=== alu_share_seq ===
Figure 1. M2 wires (alu_share_seq).
Scale bar: 20 um.
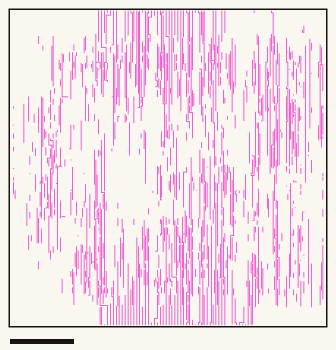

## config.mk

```make
export PLATFORM = sky130hd
export DESIGN_NAME = alu_share_seq
export DESIGN_NICKNAME = d
export VERILOG_FILES = /design/src/rtl/alu_pkg.sv /design/src/rtl/alu_share_seq_rr_arb2.sv /design/src/rtl/alu_share_seq.sv
export SDC_FILE = /design/constraint.sdc
export NUM_CORES = 1
export LEC_CHECK = 0
export CAP_MARGIN = 15
export CORE_MARGIN = 4
export CORE_UTILIZATION = 44
export CTS_CLUSTER_DIAMETER = 60
export DETAILED_ROUTE_END_ITERATION = 6
export PLACE_DENSITY = 0.91
export SYNTH_ARGS = -nofsm -noshare
export SYNTH_HDL_FRONTEND = slang
export SYNTH_SLANG_ARGS = --single-unit
```

## constraint.sdc

```tcl
create_clock -name clk -period 2.5 [get_ports clk]
set_input_delay 0.625 -clock clk [delete_from_list [all_inputs] [get_ports clk]]
set_output_delay 0.625 -clock clk [all_outputs]
set_load 0.005 [all_outputs]
```

## src/rtl/alu_pkg.sv

```systemverilog
// ============================================================================
// alu_pkg : opcodes, default widths and FSM encoding shared by alu_share_seq
// Revision: 1.0
// ============================================================================
`default_nettype none

package alu_pkg;

  localparam int DEFAULT_WIDTH = 17;
  localparam int DEFAULT_OPW   = 3;

  localparam logic [2:0] OP_ADD = 3'b000;
  localparam logic [2:0] OP_SUB = 3'b001;
  localparam logic [2:0] OP_SHL = 3'b010;
  localparam logic [2:0] OP_SHR = 3'b011;
  localparam logic [2:0] OP_AND = 3'b100;
  localparam logic [2:0] OP_OR  = 3'b101;
  localparam logic [2:0] OP_XOR = 3'b110;
  localparam logic [2:0] OP_NOT = 3'b111;

  localparam logic [1:0] ST_IDLE = 2'd0;
  localparam logic [1:0] ST_EXEC = 2'd1;
  localparam logic [1:0] ST_RESP = 2'd2;

  // Ops whose result MSB carries meaning: carry, borrow or shift-out.
  function automatic logic op_sets_flag(input logic [DEFAULT_OPW-1:0] op);
    return (op == OP_ADD) || (op == OP_SUB) || (op == OP_SHL);
  endfunction

endpackage

`default_nettype wire

```

## src/rtl/alu_share_seq_rr_arb2.sv

```systemverilog
// ============================================================================
// rr_arb2 : two-way round-robin grant; the requester not granted last wins ties
// Revision: 1.0
// ============================================================================
`default_nettype none

module rr_arb2 (
  input  logic       valid0,
  input  logic       valid1,
  input  logic       last_grant,
  output logic [1:0] grant,
  output logic       grant_idx
);

  always_comb begin
    grant_idx = (valid0 && valid1) ? ~last_grant : valid1;
    grant     = {valid1 & grant_idx, valid0 & ~grant_idx};
  end

endmodule

`default_nettype wire

```

## src/rtl/alu_share_seq.sv

```systemverilog
// ============================================================================
// alu_share_seq : shares one external ALU between two requesters (IDLE/EXEC/RESP)
// Revision: 1.0
// ============================================================================
`default_nettype none

module alu_share_seq
  import alu_pkg::*;
#(
  parameter int WIDTH = DEFAULT_WIDTH,
  parameter int OPW   = DEFAULT_OPW
) (
  input  logic             clk,
  input  logic             reset,
  input  logic             req0_valid,
  output logic             req0_ready,
  input  logic [WIDTH-1:0] req0_x,
  input  logic [WIDTH-1:0] req0_y,
  input  logic [OPW-1:0]   req0_op,
  input  logic             req0_use_acc,
  input  logic             req1_valid,
  output logic             req1_ready,
  input  logic [WIDTH-1:0] req1_x,
  input  logic [WIDTH-1:0] req1_y,
  input  logic [OPW-1:0]   req1_op,
  input  logic             req1_use_acc,
  output logic [WIDTH-1:0] alu_x,
  output logic [WIDTH-1:0] alu_y,
  output logic [OPW-1:0]   alu_op,
  input  logic [WIDTH-1:0] alu_out,
  input  logic             acc_clr,
  output logic             rsp_valid,
  input  logic             rsp_ready,
  output logic             rsp_id,
  output logic [WIDTH-1:0] rsp_data,
  output logic             rsp_flag,
  output logic [WIDTH-1:0] acc,
  output logic             busy
);

  logic [1:0]       state_q, state_d;
  logic [WIDTH-1:0] x_q, x_d, y_q, y_d, data_q, data_d, acc_q, acc_d;
  logic [OPW-1:0]   op_q, op_d;
  logic             id_q, id_d, last_q, last_d, flag_q, flag_d;
  logic [1:0]       grant;
  logic             grant_idx;
  logic             idle;
  logic             accept;

  rr_arb2 u_arb (
    .valid0     (req0_valid),
    .valid1     (req1_valid),
    .last_grant (last_q),
    .grant      (grant),
    .grant_idx  (grant_idx)
  );

  always_ff @(posedge clk or negedge reset) begin
    if (!reset) state_q <= ST_IDLE;
    else        state_q <= state_d;
  end

  always_comb begin
    state_d = state_q;
    case (state_q)
      ST_IDLE: if (req0_valid || req1_valid) state_d = ST_EXEC;
      ST_EXEC: state_d = ST_RESP;
      ST_RESP: if (rsp_ready) state_d = ST_IDLE;
      default: state_d = ST_IDLE;
    endcase
  end

  // Ready is masked by reset so every output reads 0 while reset is held.
  always_comb begin
    idle       = (state_q == ST_IDLE);
    accept     = idle && (req0_valid || req1_valid);
    req0_ready = grant[0] & idle & reset;
    req1_ready = grant[1] & idle & reset;
    rsp_valid  = (state_q == ST_RESP);
    busy       = !idle;
  end

  always_comb begin
    x_d    = x_q;
    y_d    = y_q;
    op_d   = op_q;
    id_d   = id_q;
    last_d = last_q;
    data_d = data_q;
    flag_d = flag_q;
    acc_d  = acc_q;
    if (accept) begin
      id_d   = grant_idx;
      last_d = grant_idx;
      if (grant_idx) begin
        x_d  = req1_use_acc ? acc_q : req1_x;
        y_d  = req1_y;
        op_d = req1_op;
      end else begin
        x_d  = req0_use_acc ? acc_q : req0_x;
        y_d  = req0_y;
        op_d = req0_op;
      end
    end
    if (state_q == ST_EXEC) begin
      data_d = alu_out;
      flag_d = op_sets_flag(op_q) & alu_out[WIDTH-1];
      acc_d  = alu_out;
    end
    if (acc_clr) acc_d = '0;
  end

  always_ff @(posedge clk or negedge reset) begin
    if (!reset) begin
      x_q    <= '0;
      y_q    <= '0;
      op_q   <= '0;
      id_q   <= 1'b0;
      last_q <= 1'b1;
      data_q <= '0;
      flag_q <= 1'b0;
      acc_q  <= '0;
    end else begin
      x_q    <= x_d;
      y_q    <= y_d;
      op_q   <= op_d;
      id_q   <= id_d;
      last_q <= last_d;
      data_q <= data_d;
      flag_q <= flag_d;
      acc_q  <= acc_d;
    end
  end

  assign alu_x    = x_q;
  assign alu_y    = y_q;
  assign alu_op   = op_q;
  assign rsp_id   = id_q;
  assign rsp_data = data_q;
  assign rsp_flag = flag_q;
  assign acc      = acc_q;

endmodule

`default_nettype wire

```

=== wb_trace_buffer ===
--- src/rtl/wb_trace_buffer.sv ---
// Retirement trace buffer: captures committed register writebacks, tags each
// with a 16-bit sequence number and queues them in a circular FIFO drained by
// a valid/ready sink. Overflow drops the event, counts it and sets a sticky
// flag; the pipeline is never stalled.
module wb_trace_buffer #(
  parameter int DEPTH     = 8,
  parameter int FILTER_X0 = 1
) (
  input  logic                     clk,
  input  logic                     reset,
  input  logic                     wb_e,
  input  logic [4:0]               wb_a,
  input  logic [31:0]              wb_d,
  output logic                     out_valid,
  input  logic                     out_ready,
  output logic [4:0]               out_addr,
  output logic [31:0]              out_data,
  output logic [15:0]              out_seq,
  output logic [$clog2(DEPTH):0]   level,
  output logic                     overflow,
  output logic [15:0]              drop_cnt
);

  localparam int AW = $clog2(DEPTH);
  localparam int LW = AW + 1;

  logic [4:0]    mem_addr [DEPTH];
  logic [31:0]   mem_data [DEPTH];
  logic [15:0]   mem_seq  [DEPTH];
  logic [AW-1:0] rd_ptr;
  logic [AW-1:0] wr_ptr;
  logic [15:0]   seq;

  logic qualify;
  logic full;
  logic pop;
  logic push;
  logic drop;

  // Event qualification and push/pop/drop decisions for this cycle
  always_comb begin
    qualify = wb_e && !((FILTER_X0 != 0) && (wb_a == 5'd0));
    full    = (level == LW'(DEPTH));
    pop     = out_valid && out_ready;
    push    = qualify && (!full || pop);
    drop    = qualify && full && !pop;
  end

  // Head entry is always presented straight from the read pointer
  always_comb begin
    out_valid = (level != '0);
    out_addr  = mem_addr[rd_ptr];
    out_data  = mem_data[rd_ptr];
    out_seq   = mem_seq[rd_ptr];
  end

  // Storage write at the tail; cleared on reset so the head is never X
  always_ff @(posedge clk) begin
    if (reset) begin
      for (int i = 0; i < DEPTH; i++) begin
        mem_addr[i] <= '0;
        mem_data[i] <= '0;
        mem_seq[i]  <= '0;
      end
    end else if (push) begin
      mem_addr[wr_ptr] <= wb_a;
      mem_data[wr_ptr] <= wb_d;
      mem_seq[wr_ptr]  <= seq;
    end
  end

  // Pointers, occupancy, sequence counter and overflow bookkeeping
  always_ff @(posedge clk) begin
    if (reset) begin
      rd_ptr   <= '0;
      wr_ptr   <= '0;
      level    <= '0;
      seq      <= '0;
      overflow <= 1'b0;
      drop_cnt <= '0;
    end else begin
      if (push)
        wr_ptr <= wr_ptr + AW'(1);
      if (pop)
        rd_ptr <= rd_ptr + AW'(1);
      // Every qualifying event consumes a number, queued or dropped, so the
      // sink can spot gaps in out_seq.
      if (qualify)
        seq <= seq + 16'd1;
      case ({push, pop})
        2'b10:   level <= level + LW'(1);
        2'b01:   level <= level - LW'(1);
        default: level <= level;
      endcase
      if (drop) begin
        overflow <= 1'b1;
        if (drop_cnt != 16'hFFFF)
          drop_cnt <= drop_cnt + 16'd1;
      end
    end
  end

endmodule
--- config.mk ---
export PLATFORM = sky130hd
export DESIGN_NAME = wb_trace_buffer
export DESIGN_NICKNAME = d
export VERILOG_FILES = /design/src/rtl/wb_trace_buffer.sv
export SDC_FILE = /design/constraint.sdc
export NUM_CORES = 1
export LEC_CHECK = 0
export CAP_MARGIN = 20
export CORE_MARGIN = 3
export CORE_UTILIZATION = 31
export CTS_CLUSTER_DIAMETER = 150
export CTS_CLUSTER_SIZE = 25
export DETAILED_ROUTE_END_ITERATION = 8
export PLACE_DENSITY_LB_ADDON = 0.1
export SYNTH_ARGS = -nofsm -noshare
export SYNTH_HDL_FRONTEND = slang
export SYNTH_SLANG_ARGS = --single-unit
--- constraint.sdc ---
create_clock -name clk -period 2.56 [get_ports clk]
set_input_delay 0.512 -clock clk [delete_from_list [all_inputs] [get_ports clk]]
set_output_delay 0.512 -clock clk [all_outputs]
set_load 0.02 [all_outputs]
Figure 2. Signal wires on met3 (alu_share_seq).
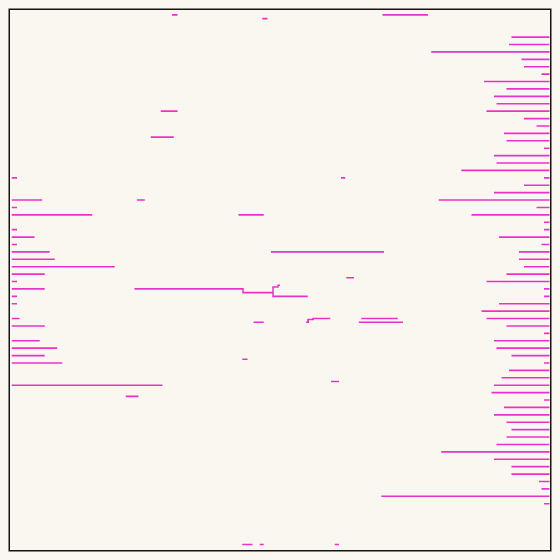
share of all routed wire	6.8%
wire length on this layer	721 um
longest straight run	30.6 um
nets with wire on the layer	96
main direction	horizontal

Figure 3. Clock routing (alu_share_seq).
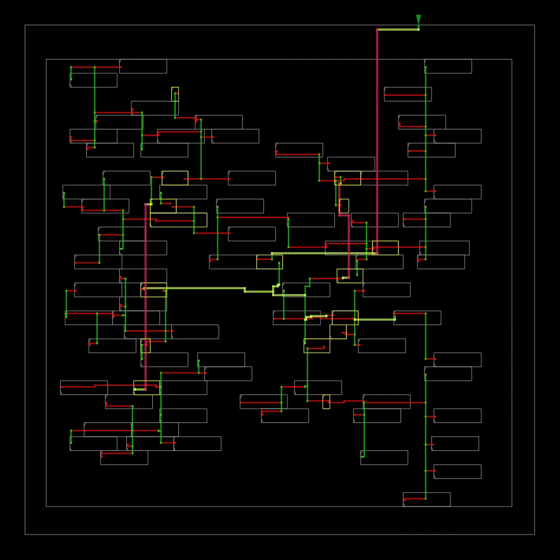
Clock Skews: 7.09 ps
CTS sink cnt: 76
TritonCTS Buffers: 9
clk pwr: 0.914 mW

Notes on Figure 1 above:
main direction	vertical
wire length on this layer	5280 um
longest straight run	42.8 um
share of all routed wire	50%

==> flow_summary_export.csv, alu_share_seq <==
group,metric,value,unit
outcome,outcome,"finished clean",
job,warnings,27,
logic_synthesis,synthesis.instances,310,
grt,antenna_found_initial,0,
final_timing,fin_crit,2440,ps
place,port_buffers,175,
worst_setup_path,critPathTopFamily,"buffers and inverters",
worst_setup_path,reg2reg_to,"alu_y[16]",
final_layout,layout_top_cell,"clkdlybuf4s50_1",
final_layout,mi_logic_area,0.00161,sq mm
logic_synthesis,area_leaders,"dfrtp_1 51%, mux2_2 18%, mux2i_1 14%",
pwr,ir_drop,533,uV
place,dp_hpwl,8190,um
final_layout,diodes,0,
drt,antenna_left,0,
die,fp_util,0.464,
worst_setup_path,worst_ep_arrival_time,1820,ps
final_layout,drive_above_1_share,0.173,
logic_synthesis,synthArstFlopShare,1.00,
final_timing,worstMarginPinSlew,959,ps
final_timing,hold_viol,0,
drt,dr.first_iter.drc_count,69,
logic_synthesis,synth_top_area_share,0.513,
place,dp.cells,576,
worst_setup_path,rrSetupSlack,800,ps
die,io_pins,176,
worst_setup_path,critPathMaxFanout,3,
final_timing,grt_setup_unrepaired,"no",
drt,route.detailed.drc,0,
logic_synthesis,simple_gate_share,0.0886,
drt,viasPerCell,5.06,
worst_setup_path,cp.depth,5,
final_layout,instances_no_fill,592,
place,place.gp.congestion,0.812,
[alu_share_seq: worst register-to-register path, cell delays in order (launching register included)]
cell and delay, ps:
dfstp_2 400, a21boi_4 160, buf_4 140, buf_12 250, mux2_2 370, mux2_2 260
[alu_share_seq: layout make-up]
cell class	instances	share of cell area
tap	102	0.0224
timing repair buffer	184	0.324
clock inverter	4	0.00858
multi-input combinational	211	0.283
sequential	76	0.335
clock buffer	12	0.0255
inverter	3	0.00198
[alu_share_seq: power breakdown]
| group | total [mW] | switching (mW) | internal, mW |
|---|---|---|---|
| logic | 2.65 | 0.995 | 1.66 |
| registers | 2.11 | 0.350 | 1.76 |
| clock network | 0.914 | 0.426 | 0.488 |
| total | 5.67 | 1.77 | 3.90 |
[alu_share_seq: metal layers]
| layer | track usage | wire (um) | vias to the layer above |
|---|---|---|---|
| met5 | 0 | 0 | - |
| met4 | 0.0788 | 262 | 0 |
| met3 | 0.0512 | 721 | 17 |
| met2 | 0.371 | 5280 | 113 |
| met1 | 0.267 | 4380 | 1453 |
| li1 | - | - | 1414 |
Figure 4. Metal layers overlaid (wb_trace_buffer).
Scale bar: 100 um. Two of the layers only.
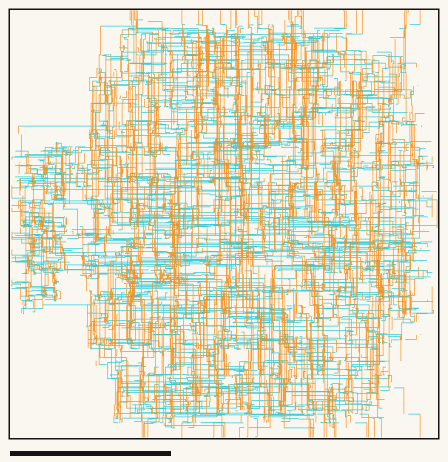
colour	layer	wire length
orange	met2	28.0 mm
cyan	met1	25.9 mm

Figure 5. PDN straps and rails (wb_trace_buffer).
Scale bar: 100 um. Pins as bars on the die edge.
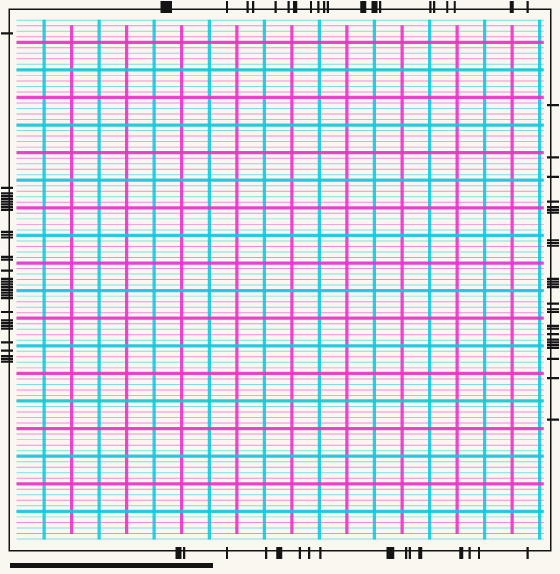
colour	net
magenta	VDD
cyan	VSS
met1 rails	95
rows	94
signal pins	116

==> flow_summary_export.csv, wb_trace_buffer <==
group,metric,value,unit
outcome,outcome,"finished, violations left",
outcome,violations,"negative setup slack",
die,die_h,266,um
worst_setup_path,critPathTopFamily,"multiplexers",
worst_setup_path,crit_chain,"buf_12 -> buf_12 -> buf_16 -> buf_12 -> mux4_2 -> mux2_2 -> buf_6",
clocking,clockBufferDepth,3,
min_path,hold_path.class,"input pin to flop",
final_timing,postLayoutSetupSlackWorst,-365,ps
clocking,cts_tree,"done",
final_timing,slew_violations,0,
worst_setup_path,critPathMaxFanout,6,
pwr,clkPwrFrac,0.206,
place,place.gp.congestion,0.723,
worst_setup_path,path_class,"flop to output pin",
final_timing,final-setup-viol-count,53,
clocking,clock-sinks,470,
pwr,ir_drop,498,uV
logic_synthesis,simple_gate_share,0.158,
clocking,cts.clk_slew.worst_paths,110,ps
drt,routed_wl,56300,um
die,coreArea,0.0665,sq mm
logic_synthesis,synthArstFlopShare,0,
job,maxCapViolCount,0,
grt,grt_max_degree,51,
grt,use_met2,0.276,
final_layout,final_util,0.386,
final_timing,final.setup.tns,-13980,ps
place,dp_hpwl,33400,um
worst_setup_path,end_kind,"output pin",
final_timing,grt_setup_unrepaired,"yes",
final_layout,drive_above_1_share,0.262,
==> wb_trace_buffer: cell type report <==
type | count | area, sq um | area share
Antenna cell | 1 | 2.50 | 0.0000976
Clock buffer | 39 | 636 | 0.0248
Clock inverter | 1 | 6.26 | 0.000244
Inverter | 7 | 26.3 | 0.00103
Multi-Input combinational cell | 785 | 7160 | 0.279
Sequential cell | 470 | 13700 | 0.533
Tap cell | 864 | 1080 | 0.0422
Timing Repair Buffer | 249 | 3050 | 0.119
==> wb_trace_buffer: what timing repair did <==
action / in CTS / in global routing
pin swaps: 4 / 2
resized: 379 / 29
setup endpoints to repair: 176 / 54
buffers inserted: 28 / 1
cloned: 6 / 0
==> wb_trace_buffer: power groups by stage <==
| stage | clock network, mW | logic [mW] | registers, mW |
|---|---|---|---|
| global placement | 0 | 5.94 | 9.11 |
| detailed placement | 0 | 5.91 | 9.12 |
| CTS | 4.35 | 7.30 | 8.95 |
| global route | 4.60 | 7.59 | 8.98 |
| finish | 4.18 | 7.14 | 8.94 |
| floorplan | 0 | 3.26 | 9.10 |

=== lsu_mem_stage ===
Figure 6. M2 wires (lsu_mem_stage).
Scale bar: 20 um.
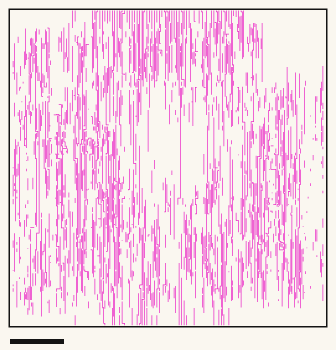
[config.mk]
export PLATFORM = sky130hd
export DESIGN_NAME = lsu_mem_stage
export DESIGN_NICKNAME = d
export VERILOG_FILES = /design/src/rtl/lsu_mem_stage.sv
export SDC_FILE = /design/constraint.sdc
export NUM_CORES = 1
export LEC_CHECK = 0
export ABC_AREA = 0
export CAP_MARGIN = 30
export CORE_MARGIN = 2
export CORE_UTILIZATION = 44
export DETAILED_ROUTE_END_ITERATION = 10
export PLACE_DENSITY = 0.81
export SLEW_MARGIN = 0
export SYNTH_ARGS = -nofsm -noshare
export SYNTH_HDL_FRONTEND = slang
export SYNTH_SLANG_ARGS = --single-unit
[constraint.sdc]
create_clock -name clk -period 1.84 [get_ports clk]
set_clock_uncertainty 0.1 [all_clocks]
set_input_delay 0.184 -clock clk [delete_from_list [all_inputs] [get_ports clk]]
set_output_delay 0.184 -clock clk [all_outputs]
set_load 0.1 [all_outputs]
[src/rtl/lsu_mem_stage.sv]
// Memory-stage load/store unit: one dmem req/gnt/rvalid transaction per instruction.
// Optional feature macro LSU_MISALIGN_TRAP_EN traps misaligned accesses instead of aligning them.
module lsu_mem_stage (
    input  logic        clk,
    input  logic        rst_n,
    input  logic        ex_valid_i,
    output logic        ex_ready_o,
    input  logic [2:0]  ex_mem_op_i,
    input  logic [31:0] ex_addr_i,
    input  logic [31:0] ex_wdata_i,
    input  logic [4:0]  ex_rd_i,
    output logic        dmem_req_o,
    output logic        dmem_we_o,
    output logic [31:0] dmem_addr_o,
    output logic [3:0]  dmem_be_o,
    output logic [31:0] dmem_wdata_o,
    input  logic        dmem_gnt_i,
    input  logic        dmem_rvalid_i,
    input  logic [31:0] dmem_rdata_i,
    output logic        wb_valid_o,
    output logic        wb_we_o,
    output logic [4:0]  wb_rd_o,
    output logic [31:0] wb_data_o,
    output logic        misalign_o
);

    localparam logic [2:0] OP_LB  = 3'd0;
    localparam logic [2:0] OP_LH  = 3'd1;
    localparam logic [2:0] OP_LW  = 3'd2;
    localparam logic [2:0] OP_LBU = 3'd3;
    localparam logic [2:0] OP_LHU = 3'd4;
    localparam logic [2:0] OP_SB  = 3'd5;
    localparam logic [2:0] OP_SH  = 3'd6;
    localparam logic [2:0] OP_SW  = 3'd7;

    typedef enum logic [1:0] {
        ST_IDLE = 2'd0,
        ST_REQ  = 2'd1,
        ST_RESP = 2'd2
    } state_e;

    // Access size code: 0 = byte, 1 = half, 2 = word.
    function automatic logic [1:0] op_size(input logic [2:0] op);
        case (op)
            OP_LB, OP_LBU, OP_SB: op_size = 2'd0;
            OP_LH, OP_LHU, OP_SH: op_size = 2'd1;
            default:              op_size = 2'd2;
        endcase
    endfunction

    function automatic logic op_is_store(input logic [2:0] op);
        op_is_store = (op == OP_SB) || (op == OP_SH) || (op == OP_SW);
    endfunction

    function automatic logic [31:0] align_addr(input logic [1:0] size, input logic [31:0] addr);
        case (size)
            2'd0:    align_addr = addr;
            2'd1:    align_addr = {addr[31:1], 1'b0};
            default: align_addr = {addr[31:2], 2'b00};
        endcase
    endfunction

    function automatic logic [3:0] byte_en(input logic [1:0] size, input logic [1:0] off);
        case (size)
            2'd0:    byte_en = 4'b0001 << off;
            2'd1:    byte_en = 4'b0011 << off;
            default: byte_en = 4'b1111;
        endcase
    endfunction

    function automatic logic [31:0] store_data(input logic [1:0] size, input logic [31:0] w);
        case (size)
            2'd0:    store_data = {4{w[7:0]}};
            2'd1:    store_data = {2{w[15:0]}};
            default: store_data = w;
        endcase
    endfunction

    function automatic logic [31:0] load_data(input logic [2:0] op, input logic [1:0] off,
                                               input logic [31:0] rdata);
        logic [31:0] sh;
        sh = rdata >> {off, 3'b000};
        case (op)
            OP_LB:   load_data = {{24{sh[7]}}, sh[7:0]};
            OP_LH:   load_data = {{16{sh[15]}}, sh[15:0]};
            OP_LBU:  load_data = {24'd0, sh[7:0]};
            OP_LHU:  load_data = {16'd0, sh[15:0]};
            default: load_data = sh;
        endcase
    endfunction

`ifdef LSU_MISALIGN_TRAP_EN
    function automatic logic misaligned(input logic [1:0] size, input logic [1:0] off);
        case (size)
            2'd1:    misaligned = off[0];
            2'd2:    misaligned = (off != 2'b00);
            default: misaligned = 1'b0;
        endcase
    endfunction
`endif

    state_e      state_q, state_d;
    logic [2:0]  op_q, op_d;
    logic [1:0]  off_q, off_d;
    logic [4:0]  rd_q, rd_d;
    logic        dmem_req_q, dmem_req_d;
    logic        dmem_we_q, dmem_we_d;
    logic [31:0] dmem_addr_q, dmem_addr_d;
    logic [3:0]  dmem_be_q, dmem_be_d;
    logic [31:0] dmem_wdata_q, dmem_wdata_d;
    logic        wb_valid_q, wb_valid_d;
    logic        wb_we_q, wb_we_d;
    logic [4:0]  wb_rd_q, wb_rd_d;
    logic [31:0] wb_data_q, wb_data_d;
    logic        misalign_q, misalign_d;

    logic        accept_s;
    logic        trap_s;
    logic [1:0]  size_s;
    logic [31:0] eff_addr_s;

    assign size_s     = op_size(ex_mem_op_i);
    assign eff_addr_s = align_addr(size_s, ex_addr_i);
    assign accept_s   = ex_valid_i && (state_q == ST_IDLE);
`ifdef LSU_MISALIGN_TRAP_EN
    assign trap_s     = misaligned(size_s, ex_addr_i[1:0]);
`else
    assign trap_s     = 1'b0;
`endif

    // Next-state and registered-output computation for the transaction FSM.
    always_comb begin
        state_d      = state_q;
        op_d         = op_q;
        off_d        = off_q;
        rd_d         = rd_q;
        dmem_req_d   = dmem_req_q;
        dmem_we_d    = dmem_we_q;
        dmem_addr_d  = dmem_addr_q;
        dmem_be_d    = dmem_be_q;
        dmem_wdata_d = dmem_wdata_q;
        wb_valid_d   = 1'b0;
        wb_we_d      = 1'b0;
        wb_rd_d      = wb_rd_q;
        wb_data_d    = wb_data_q;
        misalign_d   = 1'b0;
        case (state_q)
            ST_IDLE: begin
                if (accept_s && trap_s) begin
                    misalign_d = 1'b1;
                    wb_valid_d = 1'b1;
                    wb_rd_d    = ex_rd_i;
                    wb_data_d  = 32'd0;
                end else if (accept_s) begin
                    state_d      = ST_REQ;
                    op_d         = ex_mem_op_i;
                    off_d        = eff_addr_s[1:0];
                    rd_d         = ex_rd_i;
                    dmem_req_d   = 1'b1;
                    dmem_we_d    = op_is_store(ex_mem_op_i);
                    dmem_addr_d  = {eff_addr_s[31:2], 2'b00};
                    dmem_be_d    = byte_en(size_s, eff_addr_s[1:0]);
                    dmem_wdata_d = store_data(size_s, ex_wdata_i);
                end else begin
                    state_d = ST_IDLE;
                end
            end
            ST_REQ: begin
                // A response in the grant cycle is not legal, so only gnt is looked at here.
                if (dmem_gnt_i) begin
                    state_d    = ST_RESP;
                    dmem_req_d = 1'b0;
                end else begin
                    state_d = ST_REQ;
                end
            end
            ST_RESP: begin
                if (dmem_rvalid_i) begin
                    state_d    = ST_IDLE;
                    wb_valid_d = 1'b1;
                    wb_we_d    = !op_is_store(op_q) && (rd_q != 5'd0);
                    wb_rd_d    = rd_q;
                    wb_data_d  = op_is_store(op_q) ? 32'd0 : load_data(op_q, off_q, dmem_rdata_i);
                end else begin
                    state_d = ST_RESP;
                end
            end
            default: begin
                state_d    = ST_IDLE;
                dmem_req_d = 1'b0;
            end
        endcase
    end

    // State and output registers.
    always_ff @(posedge clk or negedge rst_n) begin
        if (!rst_n) begin
            state_q      <= ST_IDLE;
            op_q         <= 3'd0;
            off_q        <= 2'd0;
            rd_q         <= 5'd0;
            dmem_req_q   <= 1'b0;
            dmem_we_q    <= 1'b0;
            dmem_addr_q  <= 32'd0;
            dmem_be_q    <= 4'd0;
            dmem_wdata_q <= 32'd0;
            wb_valid_q   <= 1'b0;
            wb_we_q      <= 1'b0;
            wb_rd_q      <= 5'd0;
            wb_data_q    <= 32'd0;
            misalign_q   <= 1'b0;
        end else begin
            state_q      <= state_d;
            op_q         <= op_d;
            off_q        <= off_d;
            rd_q         <= rd_d;
            dmem_req_q   <= dmem_req_d;
            dmem_we_q    <= dmem_we_d;
            dmem_addr_q  <= dmem_addr_d;
            dmem_be_q    <= dmem_be_d;
            dmem_wdata_q <= dmem_wdata_d;
            wb_valid_q   <= wb_valid_d;
            wb_we_q      <= wb_we_d;
            wb_rd_q      <= wb_rd_d;
            wb_data_q    <= wb_data_d;
            misalign_q   <= misalign_d;
        end
    end

    assign ex_ready_o   = (state_q == ST_IDLE);
    assign dmem_req_o   = dmem_req_q;
    assign dmem_we_o    = dmem_we_q;
    assign dmem_addr_o  = dmem_addr_q;
    assign dmem_be_o    = dmem_be_q;
    assign dmem_wdata_o = dmem_wdata_q;
    assign wb_valid_o   = wb_valid_q;
    assign wb_we_o      = wb_we_q;
    assign wb_rd_o      = wb_rd_q;
    assign wb_data_o    = wb_data_q;
    assign misalign_o   = misalign_q;

endmodule

==> flow_summary_export.csv <==
group,metric,value,unit
outcome,outcome,"finished clean",
logic_synthesis,area_leaders,"dfrtp_1 53%, nand2_1 13%, mux2i_1 5.9%",
final_timing,final.setup.tns,0,ps
die,fp_util,0.449,
logic_synthesis,yosysUniqueCellTypes,43,
place,dp.cells,970,
logic_synthesis,edf_count,0,
logic_synthesis,syn_area_per_cell,9.42,sq um
min_path,hold_path.class,"input pin to flop",
logic_synthesis,ys_seq_frac,0.527,
worst_setup_path,critPathSlowestCell,"dfrtp_1",
drt,wl_met1,6820,um
final_layout,seq_area_frac,0.354,
min_path,hold-path-endpoint,"rd_q[1]",
final_layout,n_all_inverters,14,
min_path,worstHoldStart,"ex_rd_i[1]",
worst_setup_path,worstPathRequired,2070,ps
grt,grt_pass1_vias,5173,
logic_synthesis,netlist.top_cell.by_area,"dfrtp_1",
clocking,insertion_delay,400,ps
job,warnings,27,
final_layout,fillers,984,
logic_synthesis,synthesis.instances,599,
final_layout,num-nets-final,927,
final_layout,mi_logic_area,0.00235,sq mm
final_timing,worstMarginPinSlew,547,ps
final_layout,flop_area,0.00298,sq mm
final_layout,n_all_buffers,243,
final_timing,fin_crit,1720,ps
die,die_h,117,um
final_layout,clock_area_frac,0.0704,
clocking,clockBufferDepth,2,
logic_synthesis,syn_area,0.00565,sq mm
## Picture notes: Figure 6
nets with wire on the layer	795
share of all routed wire	50%
wire length on this layer	8580 um
longest straight run	47.9 um

worst max-delay path by stage:
stage / start / to / slack, ps / depth (start not counted)
floorplan: state_q[0] / op_q[1] / -7 / 6
global placement: ex_mem_op_i[0] / dmem_be_o[0] / -60 / 5
detailed placement: ex_mem_op_i[0] / dmem_be_o[2] / -150 / 5
CTS: state_q[0] / wb_data_o[24] / 90 / 5
global route: state_q[0] / wb_data_o[24] / 10 / 5
finish: state_q[0] / wb_data_o[24] / 120 / 5
timing repair:
item / CTS / global route
hold buffers: 1 / 0
hold endpoints to repair: 35 / 0
setup endpoints to repair: 0 / 0
resized: 0 / 0
per-stage QoR:
step,hold slack [ps],cell area [sq um],util
2_1_floorplan,-212,5680,-
3_3_place_gp,96.6,7820,0.622
3_5_place_dp,102,7820,0.622
4_1_cts,190,8430,0.670
5_1_grt,199,8430,0.670
6_report,208,8430,0.670
flip-flops by register name, summed over array words and instances, names as in the netlist:
register,cells
dmem_wdata_o,32
wb_data_o,32
dmem_addr_o,30
rd_q,5
wb_rd_o,5
dmem_be_o,4
op_q,3
off_q,2
state_q,2
dmem_req_o,1
dmem_we_o,1
wb_valid_o,1
wb_we_o,1

Power and IR drop assume default switching activity.
